=== design 1 ===
Design 1, power grid:
Bar = 20 um. Pins as bars on the die edge.
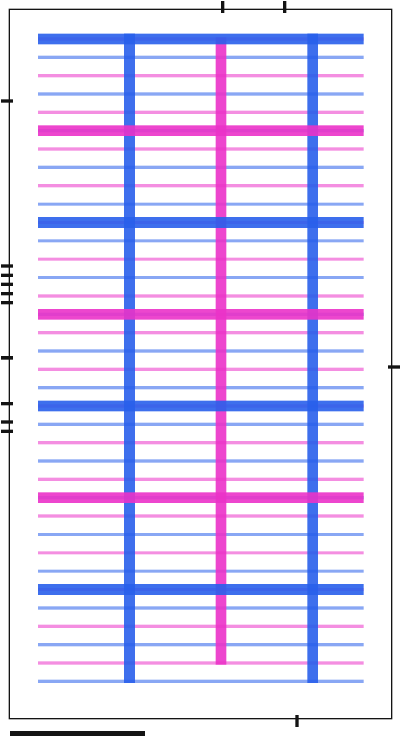

`config.mk`:
```
export PLATFORM = sky130hd
export DESIGN_NAME = uart_tx_engine
export DESIGN_NICKNAME = d
export VERILOG_FILES = /design/src/rtl/uart_pkg.sv /design/src/rtl/uart_baud_gen.sv /design/src/rtl/uart_tx_engine.sv
export SDC_FILE = /design/constraint.sdc
export NUM_CORES = 1
export LEC_CHECK = 0
export CAP_MARGIN = 20
export CELL_PAD_IN_SITES_DETAIL_PLACEMENT = 1
export CELL_PAD_IN_SITES_GLOBAL_PLACEMENT = 2
export CORE_ASPECT_RATIO = 2
export CORE_MARGIN = 4
export CORE_UTILIZATION = 33
export DETAILED_ROUTE_END_ITERATION = 10
export GPL_ROUTABILITY_DRIVEN = 0
export PLACE_DENSITY = 0.74
export SLEW_MARGIN = 20
export SYNTH_ARGS = -nofsm -noshare
export SYNTH_HDL_FRONTEND = slang
export SYNTH_SLANG_ARGS = --single-unit
```
`constraint.sdc`:
```
create_clock -name clk -period 2 [get_ports clk]
set_input_delay 0.4 -clock clk [delete_from_list [all_inputs] [get_ports clk]]
set_output_delay 0.4 -clock clk [all_outputs]
set_load 0.03 [all_outputs]
```
`src/rtl/uart_pkg.sv`:
```
// Shared definitions for the UART transmitter: state encoding, default
// frame/baud parameters and the oversampling constant.
package uart_pkg;

    localparam int DBIT_DEF     = 8;
    localparam int SB_TICK_DEF  = 16;
    localparam int BAUD_DIV_DEF = 326;
    localparam int OVERSAMPLE   = 16;

    typedef enum logic [2:0] {
        ST_IDLE   = 3'd0,
        ST_START  = 3'd1,
        ST_DATA   = 3'd2,
        ST_PARITY = 3'd3,
        ST_STOP   = 3'd4
    } tx_state_e;

    // Counter width for a modulus n, never below one bit.
    function automatic int cnt_width(input int n);
        return (n > 1) ? $clog2(n) : 1;
    endfunction

endpackage

```
`src/rtl/uart_baud_gen.sv`:
```
// Oversample tick generator: one-cycle s_tick every BAUD_DIV clk cycles,
// restarted from zero while clr is high.
module uart_baud_gen
    import uart_pkg::*;
#(
    parameter int BAUD_DIV = BAUD_DIV_DEF
) (
    input  logic clk,
    input  logic reset,
    input  logic clr,
    output logic s_tick
);

    localparam int             C_W   = cnt_width(BAUD_DIV);
    localparam logic [C_W-1:0] C_MAX = C_W'(BAUD_DIV - 1);

    logic [C_W-1:0] cnt_q;
    logic [C_W-1:0] cnt_d;

    // The tick is decoded from the counter so the first tick after a clear
    // lands exactly BAUD_DIV cycles later, for any divider including 1.
    always_comb begin
        cnt_d  = cnt_q;
        s_tick = 1'b0;
        if (clr) begin
            cnt_d = '0;
        end else if (cnt_q == C_MAX) begin
            cnt_d  = '0;
            s_tick = 1'b1;
        end else begin
            cnt_d = cnt_q + C_W'(1);
        end
    end

    // Divider counter register.
    always_ff @(posedge clk or posedge reset) begin
        if (reset) begin
            cnt_q <= '0;
        end else begin
            cnt_q <= cnt_d;
        end
    end

endmodule

```
`src/rtl/uart_tx_engine.sv`:
```
// UART transmitter FSM: start bit, DBIT data bits LSB first, optional even
// parity bit (define UART_TX_PARITY_EN), then SB_TICK ticks of stop level.
module uart_tx_engine
    import uart_pkg::*;
#(
    parameter int DBIT     = DBIT_DEF,
    parameter int SB_TICK  = SB_TICK_DEF,
    parameter int BAUD_DIV = BAUD_DIV_DEF
) (
    input  logic            clk,
    input  logic            reset,
    input  logic            tx_start,
    input  logic [DBIT-1:0] din,
    output logic            tx,
    output logic            tx_busy,
    output logic            tx_done_tick
);

    localparam int S_W = cnt_width((SB_TICK > OVERSAMPLE) ? SB_TICK : OVERSAMPLE);
    localparam int N_W = cnt_width(DBIT);

    localparam logic [S_W-1:0] BIT_LAST  = S_W'(OVERSAMPLE - 1);
    localparam logic [S_W-1:0] STOP_LAST = S_W'(SB_TICK - 1);
    localparam logic [N_W-1:0] DATA_LAST = N_W'(DBIT - 1);

    tx_state_e       state_q, state_d;
    logic [S_W-1:0]  s_q, s_d;
    logic [N_W-1:0]  n_q, n_d;
    logic [DBIT-1:0] b_q, b_d;
    logic            tx_q, tx_d;
    logic            busy_q, busy_d;
    logic            done_q, done_d;
    logic            s_tick;
    logic            clr_s;
`ifdef UART_TX_PARITY_EN
    logic            par_q, par_d;
`endif

    // The divider idles at zero so every accepted frame starts tick-aligned.
    assign clr_s = (state_q == ST_IDLE);

    uart_baud_gen #(
        .BAUD_DIV(BAUD_DIV)
    ) u_baud_gen (
        .clk   (clk),
        .reset (reset),
        .clr   (clr_s),
        .s_tick(s_tick)
    );

    // Next-state, counters and next line level; tx follows state_d so the
    // registered line changes on the same edge as the state.
    always_comb begin
        state_d = state_q;
        s_d     = s_q;
        n_d     = n_q;
        b_d     = b_q;
        done_d  = 1'b0;
`ifdef UART_TX_PARITY_EN
        par_d   = par_q;
`endif
        case (state_q)
            ST_IDLE: begin
                // A request seen during the done pulse waits one cycle.
                if (tx_start && !done_q) begin
                    state_d = ST_START;
                    s_d     = '0;
                    n_d     = '0;
                    b_d     = din;
`ifdef UART_TX_PARITY_EN
                    par_d   = ^din;
`endif
                end else begin
                    state_d = ST_IDLE;
                end
            end
            ST_START: begin
                if (s_tick && (s_q == BIT_LAST)) begin
                    state_d = ST_DATA;
                    s_d     = '0;
                end else if (s_tick) begin
                    s_d = s_q + S_W'(1);
                end else begin
                    s_d = s_q;
                end
            end
            ST_DATA: begin
                if (s_tick && (s_q == BIT_LAST)) begin
                    s_d = '0;
                    b_d = b_q >> 1;
                    if (n_q == DATA_LAST) begin
                        n_d = '0;
`ifdef UART_TX_PARITY_EN
                        state_d = ST_PARITY;
`else
                        state_d = ST_STOP;
`endif
                    end else begin
                        n_d = n_q + N_W'(1);
                    end
                end else if (s_tick) begin
                    s_d = s_q + S_W'(1);
                end else begin
                    s_d = s_q;
                end
            end
`ifdef UART_TX_PARITY_EN
            ST_PARITY: begin
                if (s_tick && (s_q == BIT_LAST)) begin
                    state_d = ST_STOP;
                    s_d     = '0;
                end else if (s_tick) begin
                    s_d = s_q + S_W'(1);
                end else begin
                    s_d = s_q;
                end
            end
`endif
            ST_STOP: begin
                if (s_tick && (s_q == STOP_LAST)) begin
                    state_d = ST_IDLE;
                    s_d     = '0;
                    done_d  = 1'b1;
                end else if (s_tick) begin
                    s_d = s_q + S_W'(1);
                end else begin
                    s_d = s_q;
                end
            end
            default: begin
                state_d = ST_IDLE;
                s_d     = '0;
                n_d     = '0;
            end
        endcase

        case (state_d)
            ST_START: tx_d = 1'b0;
            ST_DATA:  tx_d = b_d[0];
`ifdef UART_TX_PARITY_EN
            ST_PARITY: tx_d = par_d;
`endif
            default:  tx_d = 1'b1;
        endcase
        busy_d = (state_d != ST_IDLE);
    end

    // State, datapath and registered outputs.
    always_ff @(posedge clk or posedge reset) begin
        if (reset) begin
            state_q <= ST_IDLE;
            s_q     <= '0;
            n_q     <= '0;
            b_q     <= '0;
            tx_q    <= 1'b1;
            busy_q  <= 1'b0;
            done_q  <= 1'b0;
`ifdef UART_TX_PARITY_EN
            par_q   <= 1'b0;
`endif
        end else begin
            state_q <= state_d;
            s_q     <= s_d;
            n_q     <= n_d;
            b_q     <= b_d;
            tx_q    <= tx_d;
            busy_q  <= busy_d;
            done_q  <= done_d;
`ifdef UART_TX_PARITY_EN
            par_q   <= par_d;
`endif
        end
    end

    assign tx           = tx_q;
    assign tx_busy      = busy_q;
    assign tx_done_tick = done_q;

endmodule

```
=== design 2 ===
--- src/rtl/boot_loader_pkg.sv ---
// Shared types and helpers for the program loader.
package boot_loader_pkg;

  typedef enum logic [2:0] {
    StIdle,
    StLoad,
    StFlush,
    StHold,
    StDone,
    StErr
  } bl_state_t;

  // Values taken on reset.
  localparam bl_state_t   StateRst = StIdle;
  localparam int unsigned CountRst = 0;

  // Bytes per memory word.
  function automatic int unsigned bpw(input int unsigned word_w);
    return word_w / 8;
  endfunction

endpackage

--- src/rtl/word_packer.sv ---
// Collects bytes into a word in the configured byte order.
// full flags that the next push completes the word; the first byte of a word zeroes the other slots.
module word_packer
  import boot_loader_pkg::*;
#(
  parameter int unsigned WORD_W    = 32,
  parameter bit          ENDIAN_LE = 1'b1
) (
  input  logic              clk,
  input  logic              rst,
  input  logic              clear,
  input  logic              push,
  input  logic [7:0]        data,
  output logic              full,
  output logic [WORD_W-1:0] word
);

  localparam int unsigned BPW   = bpw(WORD_W);
  localparam int unsigned SlotW = $clog2(BPW);

  logic [SlotW-1:0]  slot_q, slot_d;
  logic [WORD_W-1:0] word_q, word_d;
  int unsigned       pos;

  assign full = (slot_q == SlotW'(BPW - 1));
  assign word = word_q;

  // Place the incoming byte in its slot and advance the slot index.
  always_comb begin
    slot_d = slot_q;
    word_d = word_q;
    if (ENDIAN_LE) pos = 32'(slot_q);
    else           pos = BPW - 1 - 32'(slot_q);
    if (clear) begin
      slot_d = '0;
      word_d = '0;
    end else if (push) begin
      for (int unsigned i = 0; i < BPW; i++) begin
        if (i == pos)             word_d[i*8 +: 8] = data;
        else if (slot_q == '0)    word_d[i*8 +: 8] = 8'h00;
      end
      slot_d = full ? '0 : slot_q + 1'b1;
    end
  end

  // Slot and word registers.
  always_ff @(posedge clk or posedge rst) begin
    if (rst) begin
      slot_q <= '0;
      word_q <= '0;
    end else begin
      slot_q <= slot_d;
      word_q <= word_d;
    end
  end

endmodule

--- src/rtl/boot_loader.sv ---
// Streams bytes into instruction memory, holds the CPU in reset meanwhile, then enables it.
module boot_loader
  import boot_loader_pkg::*;
#(
  parameter int unsigned WORD_W      = 32,
  parameter int unsigned ADDR_W      = 12,
  parameter int unsigned MEM_BYTES   = 4096,
  parameter bit          ENDIAN_LE   = 1'b1,
  parameter int unsigned HOLD_CYCLES = 2
) (
  input  logic              clk,
  input  logic              rst,
  input  logic              start,
  input  logic              s_valid,
  output logic              s_ready,
  input  logic [7:0]        s_data,
  input  logic              s_last,
  output logic              mem_we,
  output logic [ADDR_W-1:0] mem_addr,
  output logic [WORD_W-1:0] mem_wdata,
  output logic              cpu_rst,
  output logic              cpu_enable,
  output logic              busy,
  output logic              done,
  output logic              err,
  output logic [ADDR_W:0]   byte_count
);

  localparam int unsigned BPW       = bpw(WORD_W);
  localparam int unsigned HoldW     = $clog2(HOLD_CYCLES + 1);
  localparam logic [ADDR_W:0] MemBytesC = (ADDR_W + 1)'(MEM_BYTES);

  bl_state_t         state_q, state_d;
  logic [ADDR_W:0]   byte_count_q, byte_count_d;
  logic [ADDR_W-1:0] word_idx_q, word_idx_d;
  logic [HoldW-1:0]  hold_q, hold_d;
  logic              mem_we_q, mem_we_d;
  logic [ADDR_W-1:0] mem_addr_q, mem_addr_d;
  logic              accept, pk_clear, pk_full;

  // Ready depends only on registered state, never on s_valid.
  assign s_ready = (state_q == StLoad) && (byte_count_q < MemBytesC);
  assign accept  = s_valid & s_ready;

  word_packer #(
    .WORD_W   (WORD_W),
    .ENDIAN_LE(ENDIAN_LE)
  ) u_packer (
    .clk  (clk),
    .rst  (rst),
    .clear(pk_clear),
    .push (accept),
    .data (s_data),
    .full (pk_full),
    .word (mem_wdata)
  );

  // Next-state, counters and write-port decisions.
  always_comb begin
    state_d      = state_q;
    byte_count_d = byte_count_q;
    word_idx_d   = word_idx_q;
    hold_d       = hold_q;
    mem_we_d     = 1'b0;
    mem_addr_d   = mem_addr_q;
    pk_clear     = 1'b0;
    unique case (state_q)
      StIdle, StDone, StErr: begin
        if (start) begin
          state_d      = StLoad;
          pk_clear     = 1'b1;
          byte_count_d = '0;
          word_idx_d   = '0;
        end
      end
      StLoad: begin
        if (accept) begin
          byte_count_d = byte_count_q + 1'b1;
          if (pk_full || s_last) begin
            mem_we_d   = 1'b1;
            mem_addr_d = ADDR_W'(word_idx_q * BPW);
          end
          if (pk_full) word_idx_d = word_idx_q + 1'b1;
          if (s_last) begin
            if (pk_full) begin
              state_d = StHold;
              // The write cycle itself is the first of the hold cycles.
              hold_d  = HoldW'(HOLD_CYCLES);
            end else begin
              state_d = StFlush;
            end
          end
        end else if (s_valid && (byte_count_q == MemBytesC)) begin
          state_d = StErr;
        end
      end
      StFlush: begin
        state_d = StHold;
        hold_d  = HoldW'(HOLD_CYCLES - 1);
      end
      StHold: begin
        if (hold_q == '0) state_d = StDone;
        else              hold_d  = hold_q - 1'b1;
      end
      default: state_d = StIdle;
    endcase
  end

  // State, counters and registered write port.
  always_ff @(posedge clk or posedge rst) begin
    if (rst) begin
      state_q      <= StateRst;
      byte_count_q <= (ADDR_W + 1)'(CountRst);
      word_idx_q   <= '0;
      hold_q       <= '0;
      mem_we_q     <= 1'b0;
      mem_addr_q   <= '0;
    end else begin
      state_q      <= state_d;
      byte_count_q <= byte_count_d;
      word_idx_q   <= word_idx_d;
      hold_q       <= hold_d;
      mem_we_q     <= mem_we_d;
      mem_addr_q   <= mem_addr_d;
    end
  end

  assign mem_we     = mem_we_q;
  assign mem_addr   = mem_addr_q;
  assign byte_count = byte_count_q;
  assign cpu_rst    = (state_q != StDone);
  assign cpu_enable = (state_q == StDone);
  assign done       = (state_q == StDone);
  assign err        = (state_q == StErr);
  assign busy       = (state_q == StLoad) || (state_q == StFlush) || (state_q == StHold);

endmodule
--- config.mk ---
export PLATFORM = sky130hd
export DESIGN_NAME = boot_loader
export DESIGN_NICKNAME = d
export VERILOG_FILES = /design/src/rtl/boot_loader_pkg.sv /design/src/rtl/word_packer.sv /design/src/rtl/boot_loader.sv
export SDC_FILE = /design/constraint.sdc
export NUM_CORES = 1
export LEC_CHECK = 0
export CAP_MARGIN = 20
export CORE_MARGIN = 4
export CORE_UTILIZATION = 25
export CTS_CLUSTER_SIZE = 25
export DETAILED_ROUTE_END_ITERATION = 16
export PLACE_DENSITY_LB_ADDON = 0.12
export SLEW_MARGIN = 15
export SYNTH_ARGS = -nofsm -noshare
export SYNTH_HDL_FRONTEND = slang
export SYNTH_SLANG_ARGS = --single-unit
--- constraint.sdc ---
create_clock -name clk -period 6.2 [get_ports clk]
set_input_delay 1.24 -clock clk [delete_from_list [all_inputs] [get_ports clk]]
set_output_delay 1.24 -clock clk [all_outputs]
set_load 0.01 [all_outputs]
Design 2, wiring by layer:
Two of the layers only.
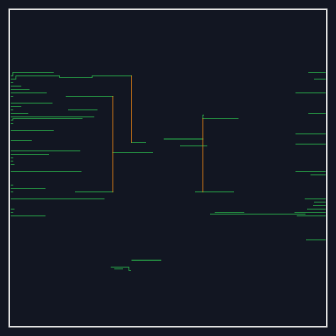
legend:
  M4:
    colour: orange
    wire_length: 93.8 um
  M3:
    colour: green
    wire_length: 673 um
total number of vias: 2,872
routed wire length per instance: 16.0 um

==> metrics.cfg, design 2 <==
[final_layout]
sequential_cell_area_in_the_final_layout_mm2 = 0.00183
layout.core_utilization = 0.346
clock_cell_share_of_area = 0.0608
final_layout_top_logic_cells = 74 x sky130_fd_sc_hd__clkdlybuf4s50_1, 73 x sky130_fd_sc_hd__dfrtp_1, 41 x sky130_fd_sc_hd__nor2_1
design.seq.count = 73
lay_top_count = sky130_fd_sc_hd__clkdlybuf4s50_1
clockBufferCount = 12
nonClkBufAreaFrac = 0.165
num-nets-final = 433

[timing]
report.final.setup_viol = 0
timing.final.max_slew_violations = 0
finClkSkew_ns = 0.00650
setup_total_negative_slack_ns = 0

[synthesis]
main_flop_type = sky130_fd_sc_hd__dfrtp_1
yosysWarningCount = 0
common_cells = 73 x sky130_fd_sc_hd__dfrtp_1, 41 x sky130_fd_sc_hd__nor2_1, 27 x sky130_fd_sc_hd__nand2_1, 25 x sky130_fd_sc_hd__a22oi_1, 19 x sky130_fd_sc_hd__nand3_1
postSynthAreaPerCell_um2 = 10.1
synth.yosys.chip_area_mm2 = 0.00347
yosys.stat.seqShare = 0.526
post_synth_inst_count = 345
yosys.area_share.xor_xnor = 0.0126
synth_simple_gate_area_share = 0.197
mappedNetlistArea_mm2 = 0.00347
share_of_the_synthesized_area_in_the_top_cell_type = 0.526

[global_route]
globalRoute.busiestLayer = met2
grt.met3_usage = 0.0453
largest_net_degree_at_the_start_of_global_routing = 74
grt.total_usage = 0.124
grt_first_pass_wirelength_mm = 16.1

[critical_path]
reg2regPathDepth = 4
setup.worst_path.end_class = output pin

[placed_design]
port-buffer-count = 74
placement.setup.worst_slack_ns = 2.49

[route]
met2WireLength_mm = 4.25
sum_of_routed_wire_length_over_all_layers_mm = 9.46
detail_route.wirelength.met1_mm = 4.44

[min_path]
worstHoldEndpoint = hold_q[1]$_DFFE_PP0P_
hold_path_startpoint = hold_q[1]$_DFFE_PP0P_

[power_and_ir_drop]
power_per_cell_area_mw_per_mm2 = 378

[outcome]
outcome = completed

[floorplanning]
tapcell.inserted = 176
num_rows = 42

[cts]
cts_htree_levels = 3
cts.reportedPaths.clkPinSlew_ns = 0.05

[job]
drv_cap = 0

==> design 2: report_power, final <==
part	switching (mW)	internal, mW
Clock	0.185	0.299
Sequential	0.0881	0.568
Combinational	0.334	0.278
==> design 2: critical path: cells and delay by family (launching register included) <==
family	cells	cell delay, ns
buffers and inverters	1	0.54
DFF	1	0.54
and+or+nand+nor	2	0.76
==> design 2: flip-flops by register name, summed over array words and instances (netlist names) <==
register         count
hold_q               2
u_packer.slot_q      2
state_q              3
word_idx_q          10
mem_we               1
u_packer.word       32
mem_addr            10
byte_count          13
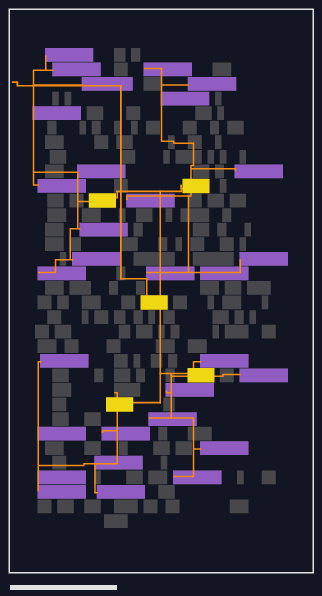
Design 1: routed clock nets over the placement
Bar = 20 um.
legend:
  clock-net drivers:
    colour: yellow
    count: 5
  clock wires:
    colour: orange
    length: 434 um
  flip-flops:
    colour: purple
    count: 30
routed clock nets: 6

Notes on 'power grid' of design 1 above:
legend:
  VDD:
    colour: magenta
  VSS:
    colour: blue
met1 rails: 36
met4 straps: 3
signal pins: 14
rows: 35
met5 straps: 7

==> metrics.cfg, design 1 <==
[route]
drt_first_pass_iters = 4
met3_layer_wire_length_in_the_routed_design_um = 86
final_antenna_net_count = 0
routed_via_density = 5.41

[final_layout]
multiInputGateArea_um2 = 768
sh_seq_area = 0.383
comb_area_frac = 0.391

[power_and_ir_drop]
p_comb_mw = 0.0430
leakagePower_nw = 0.892

[synthesis]
fraction_of_the_mapped_netlist_area_in_compound_gates = 0.160
post_synth_inst_count = 147
yosys.stat.seqShare = 0.485
share_of_the_synthesized_area_in_the_top_cell_type = 0.468

[timing]
hold_ws_ns = 0.478

[outcome]
outcome = completed

[global_route]
grt_first_pass_wirelength_mm = 7.02

[cts]
cts.reportedPaths.clkPinSlew_ns = 0.07
clk_latency_ns = 0.28

[placed_design]
placement.setup.worst_slack_ns = 0.00287

[critical_path]
path_max_fanout = 4
reg2regPathDepth = 4
setup.worst_path.end_class = flip-flop

design 1: per-stage QoR:
stage / utilization / instance area [um2]
after floorplan: - / 1550
after global placement: 0.404 / 1860
after detailed placement: 0.404 / 1860
after CTS: 0.424 / 1950
after global routing: 0.427 / 1960
final: 0.427 / 1960
design 1: worst max-delay path: stages, from the launching register on:
cell                      delay, ns
sky130_fd_sc_hd__dfrtp_1       0.40
sky130_fd_sc_hd__or4b_4        0.58
sky130_fd_sc_hd__nor4_4        0.36
sky130_fd_sc_hd__and4b_1       0.24
sky130_fd_sc_hd__a211o_1       0.26

=== design 3 ===
Design 3, power grid:
Bar = 20 um. Pins as bars on the die edge.
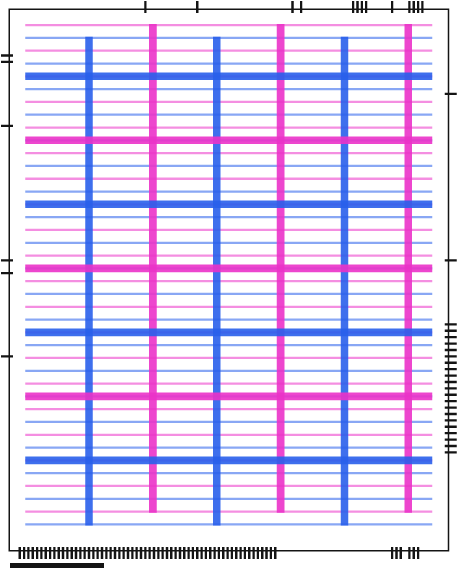
Design 3, cell classes on the final placement:
Bar = 20 um.
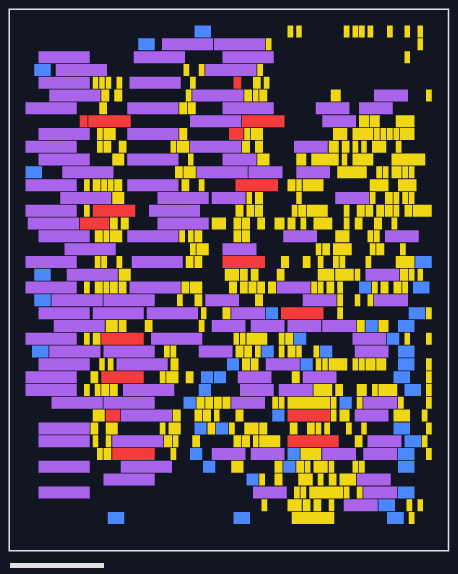
Design 3, routed clock nets over the placement:
Bar = 20 um.
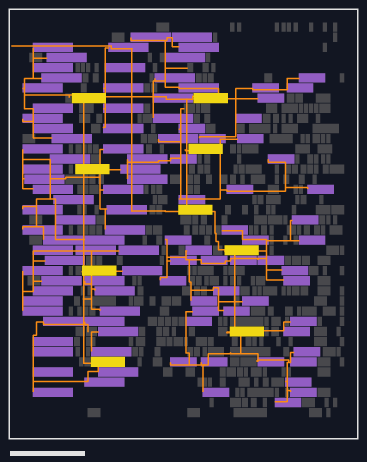
`src/rtl/wb_uart_tx.sv`:
```
// ============================================================================
//  Module   : wb_uart_tx
//  Brief    : Wishbone slave with a byte FIFO feeding an 8N1 UART transmitter.
//  Revision : 1.0 - initial release
// ============================================================================
`default_nettype none

module wb_uart_tx #(
  parameter int CLK_DIV    = 217,
  parameter int FIFO_DEPTH = 8
) (
  input  logic        clk_in,
  input  logic        reset_in,
  input  logic        wb_cyc,
  input  logic        wb_stb,
  input  logic        wb_we,
  input  logic [3:0]  wb_sel,
  input  logic [31:0] wb_addr,
  input  logic [31:0] wb_wdata,
  output logic [31:0] wb_rdata,
  output logic        wb_ack,
  output logic        wb_err,
  output logic        tx_out
);

  localparam int c_PTR_W  = $clog2(FIFO_DEPTH);
  localparam int c_CNT_W  = c_PTR_W + 1;
  localparam int c_BAUD_W = $clog2(CLK_DIV);

  localparam logic [c_BAUD_W-1:0] c_BAUD_MAX = c_BAUD_W'(CLK_DIV - 1);
  localparam logic [c_CNT_W-1:0]  c_FULL     = c_CNT_W'(FIFO_DEPTH);

  localparam logic [1:0] c_IDLE  = 2'd0;
  localparam logic [1:0] c_START = 2'd1;
  localparam logic [1:0] c_DATA  = 2'd2;
  localparam logic [1:0] c_STOP  = 2'd3;

  logic                r_ack;
  logic                r_err;
  logic [31:0]         r_rdata;
  logic [7:0]          r_mem [FIFO_DEPTH];
  logic [c_PTR_W-1:0]  r_wptr;
  logic [c_PTR_W-1:0]  r_rptr;
  logic [c_CNT_W-1:0]  r_count;
  logic [1:0]          r_state;
  logic [1:0]          w_state_nxt;
  logic [c_BAUD_W-1:0] r_baud;
  logic [2:0]          r_bit_idx;
  logic [7:0]          r_shift;

  logic        w_req;
  logic        w_full;
  logic        w_empty;
  logic        w_data_wr;
  logic        w_push;
  logic        w_ovf;
  logic        w_pop;
  logic        w_tick;
  logic        w_busy;
  logic        w_tx;
  logic [3:0]  w_cnt_field;
  logic [31:0] w_status;
  logic        w_unused;

  // A response in flight blocks a new request, so a held strobe is not serviced twice.
  assign w_req     = wb_cyc & wb_stb & ~(r_ack | r_err);
  assign w_full    = (r_count == c_FULL);
  assign w_empty   = (r_count == '0);
  assign w_data_wr = w_req & wb_we & ~wb_addr[2];
  assign w_push    = w_data_wr & wb_sel[0] & ~w_full;
  assign w_ovf     = w_data_wr & wb_sel[0] & w_full;
  assign w_pop     = (r_state == c_IDLE) & ~w_empty;
  assign w_tick    = (r_baud == '0);

  assign w_cnt_field = 4'(r_count);
  assign w_status    = {20'd0, w_cnt_field, 5'd0, w_busy, w_empty, w_full};
  assign w_unused    = ^{wb_sel[3:1], wb_addr[31:3], wb_addr[1:0], wb_wdata[31:8]};

  always_ff @(posedge clk_in) begin
    if (reset_in) begin
      r_ack   <= 1'b0;
      r_err   <= 1'b0;
      r_rdata <= '0;
    end else begin
      r_ack   <= w_req & ~w_ovf;
      r_err   <= w_ovf;
      r_rdata <= (w_req & ~wb_we & wb_addr[2]) ? w_status : 32'd0;
    end
  end

  always_ff @(posedge clk_in) begin
    if (w_push) begin
      r_mem[r_wptr] <= wb_wdata[7:0];
    end
  end

  always_ff @(posedge clk_in) begin
    if (reset_in) begin
      r_wptr  <= '0;
      r_rptr  <= '0;
      r_count <= '0;
    end else begin
      if (w_push) r_wptr <= r_wptr + c_PTR_W'(1);
      if (w_pop)  r_rptr <= r_rptr + c_PTR_W'(1);
      case ({w_push, w_pop})
        2'b10:   r_count <= r_count + c_CNT_W'(1);
        2'b01:   r_count <= r_count - c_CNT_W'(1);
        default: r_count <= r_count;
      endcase
    end
  end

  always_ff @(posedge clk_in) begin
    if (reset_in) begin
      r_state <= c_IDLE;
    end else begin
      r_state <= w_state_nxt;
    end
  end

  always_comb begin
    w_state_nxt = r_state;
    case (r_state)
      c_IDLE:  if (!w_empty) w_state_nxt = c_START;
      c_START: if (w_tick) w_state_nxt = c_DATA;
      c_DATA:  if (w_tick && (r_bit_idx == 3'd7)) w_state_nxt = c_STOP;
      c_STOP:  if (w_tick) w_state_nxt = c_IDLE;
      default: w_state_nxt = c_IDLE;
    endcase
  end

  always_comb begin
    w_tx   = 1'b1;
    w_busy = 1'b1;
    case (r_state)
      c_IDLE:  w_busy = 1'b0;
      c_START: w_tx   = 1'b0;
      c_DATA:  w_tx   = r_shift[0];
      default: w_tx   = 1'b1;
    endcase
  end

  // Counter reloads on every bit boundary while a frame is active and rests at 0 in IDLE.
  always_ff @(posedge clk_in) begin
    if (reset_in) begin
      r_baud    <= '0;
      r_bit_idx <= '0;
      r_shift   <= '0;
    end else begin
      if ((w_state_nxt != c_IDLE) && ((w_state_nxt != r_state) || w_tick)) begin
        r_baud <= c_BAUD_MAX;
      end else if (!w_tick) begin
        r_baud <= r_baud - c_BAUD_W'(1);
      end

      if (w_pop) begin
        r_shift <= r_mem[r_rptr];
      end else if ((r_state == c_DATA) && w_tick) begin
        r_shift <= {1'b0, r_shift[7:1]};
      end

      if (r_state == c_START) begin
        r_bit_idx <= '0;
      end else if ((r_state == c_DATA) && w_tick) begin
        r_bit_idx <= r_bit_idx + 3'd1;
      end
    end
  end

  assign wb_ack   = r_ack;
  assign wb_err   = r_err;
  assign wb_rdata = r_rdata;
  assign tx_out   = w_tx;

endmodule

`default_nettype wire

```
`config.mk`:
```
export PLATFORM = sky130hd
export DESIGN_NAME = wb_uart_tx
export DESIGN_NICKNAME = d
export VERILOG_FILES = /design/src/rtl/wb_uart_tx.sv
export SDC_FILE = /design/constraint.sdc
export NUM_CORES = 1
export LEC_CHECK = 0
export ABC_AREA = 1
export CORE_ASPECT_RATIO = 1.25
export CORE_MARGIN = 3
export CORE_UTILIZATION = 50
export CTS_CLUSTER_DIAMETER = 120
export CTS_CLUSTER_SIZE = 10
export DETAILED_ROUTE_END_ITERATION = 10
export GPL_ROUTABILITY_DRIVEN = 1
export HOLD_SLACK_MARGIN = 0.08
export PLACE_DENSITY_LB_ADDON = 0.2
export SLEW_MARGIN = 20
export SYNTH_ARGS = -nofsm -noshare
export SYNTH_HDL_FRONTEND = slang
export SYNTH_SLANG_ARGS = --single-unit
```
`constraint.sdc`:
```
create_clock -name clk_in -period 2.2 [get_ports clk_in]
set_input_delay 0.44 -clock clk_in [delete_from_list [all_inputs] [get_ports clk_in]]
set_output_delay 0.44 -clock clk_in [all_outputs]
set_load 0.005 [all_outputs]
```
==> metrics.cfg <==
[cts]
cts_root_buffer = sky130_fd_sc_hd__clkbuf_16
clk_latency_ns = 0.34
cts_repair_resize_count = 3
cts-buffers-inserted = 9
post-cts-setup-buffers = 0
cts.reportedPaths.clkPinSlew_ns = 0.07
cts_htree_levels = 3

[placed_design]
placed_cells_incl_taps = 608

[final_layout]
largest_register_ff_count = 64
comb_area_frac = 0.304
design.seq.count = 107
insertedDiodeCount = 0
area.growth.synth_to_final_pct = 15.4
inv_count = 35

[global_route]
grt.met3_usage = 0.0288
groute.layer.met1.usage = 0.204

[timing]
timing.final.max_slew_violations = 0
maxSlewHeadroom = 0.642
timing.final.crit_share = 0.937

[synthesis]
post_synth_mux_area_share = 0
postSynthAreaPerCell_um2 = 10.4
synth_async_sr_flop_share = 0
post_synth_inst_count = 455
yosys.area_share.xor_xnor = 0.0108

[power_and_ir_drop]
combinationalPowerShare = 0.391
swShare = 0.365
sequential_cell_fraction_of_total_power = 0.365
pg_clk_mw = 1.70

[floorplanning]
overall_die_area_mm2 = 0.0107
tapcell.inserted = 123

[job]
log.warning_count = 85

[min_path]
hold_path_startpoint = r_bit_idx[2]$_SDFFE_PP0P_

[route]
routed_via_density = 5.00
drc_marker_count_from_the_first_detailed_route_iteration = 107
sum_of_routed_wire_length_over_all_layers_mm = 8.61

[critical_path]
critical_path_destination = tx_out
highest_cell_delay_on_the_worst_timing_path_ns = 0.44
path_buffers = 3

[outcome]
outcome = completed

About 'power grid' of design 3:
legend:
  VSS:
    colour: blue
  VDD:
    colour: magenta
met5 straps: 7
signal pins: 108
met1 rails: 40
floorplan core area: 0.00917 mm2
IR Drop Worst-Case VDD: 0.555 mV
die width: 93.0 um
height of the chip: 115 um

About 'cell classes on the final placement' of design 3:
legend:
  remaining buffers and delay cells:
    colour: blue
    cells: 46
  clock drivers and dummy loads:
    colour: red
    cells: 16
  registers:
    colour: purple
    cells: 107
  remaining logic cells:
    colour: yellow
    cells: 332
area of all placed cells without fillers: 0.00546 mm2
final core utilization: 0.595
# rows: 39
flop share of the area: 0.510

About 'routed clock nets over the placement' of design 3:
legend:
  clock-net drivers:
    colour: yellow
    count: 9
  flip-flops:
    colour: purple
    count: 107
  clock wires:
    colour: orange
    length: 1,110 um
routed clock nets: 10
clock share of power: 0.244
Worst Clk Skew: 0.00780 ns

-- worst register-to-register path: cells and delay by family (launching register included) --
family	cells	cell delay [ns]
simple gates	8	0.69
fa+ha+maj	2	0.46
flops	1	0.38
compound gates	2	0.20
buf+inv	2	0.15
-- per-stage QoR --
stage          hold slack, ns  TNS [ns]  worst slack [ns]
6_report                0.474         0             0.139
5_1_grt                 0.509         0            0.0304
4_1_cts                 0.476         0            0.0684
3_5_place_dp            0.465     -8.73            -0.407
3_3_place_gp            0.446     -6.98            -0.365
2_1_floorplan           0.433         0             0.145


==> screenshots <==
Cell placement.
picture 1
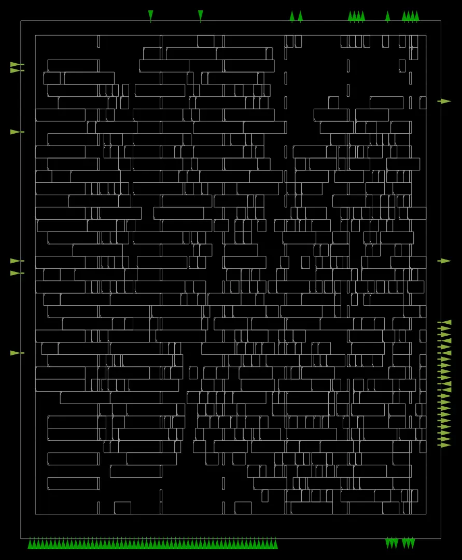
picture 2
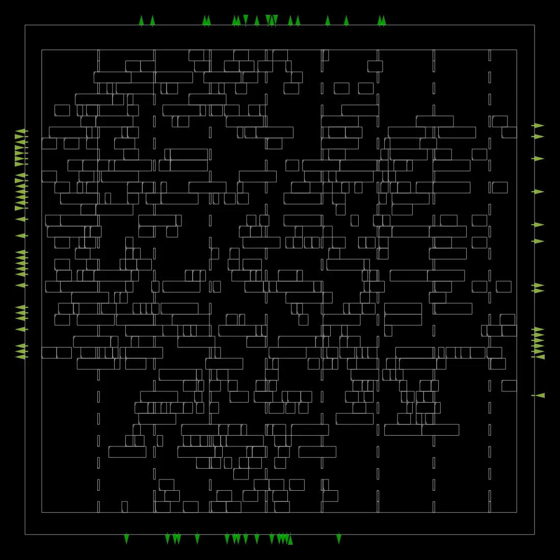
picture 3
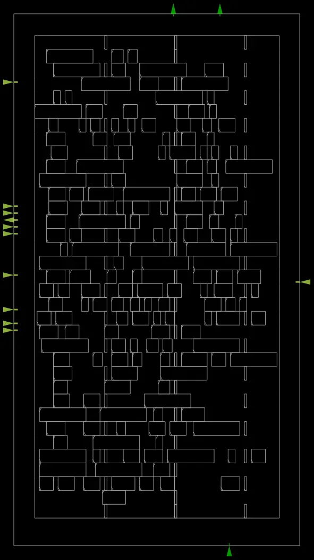
The one with the fewest sequential cells is picture 3.
The one with the most sequential cells is picture 1.
picture 3: design 1
picture 1: design 3
picture 2: design 2

Power figures rest on the tool's default switching activity, not on a simulated workload.
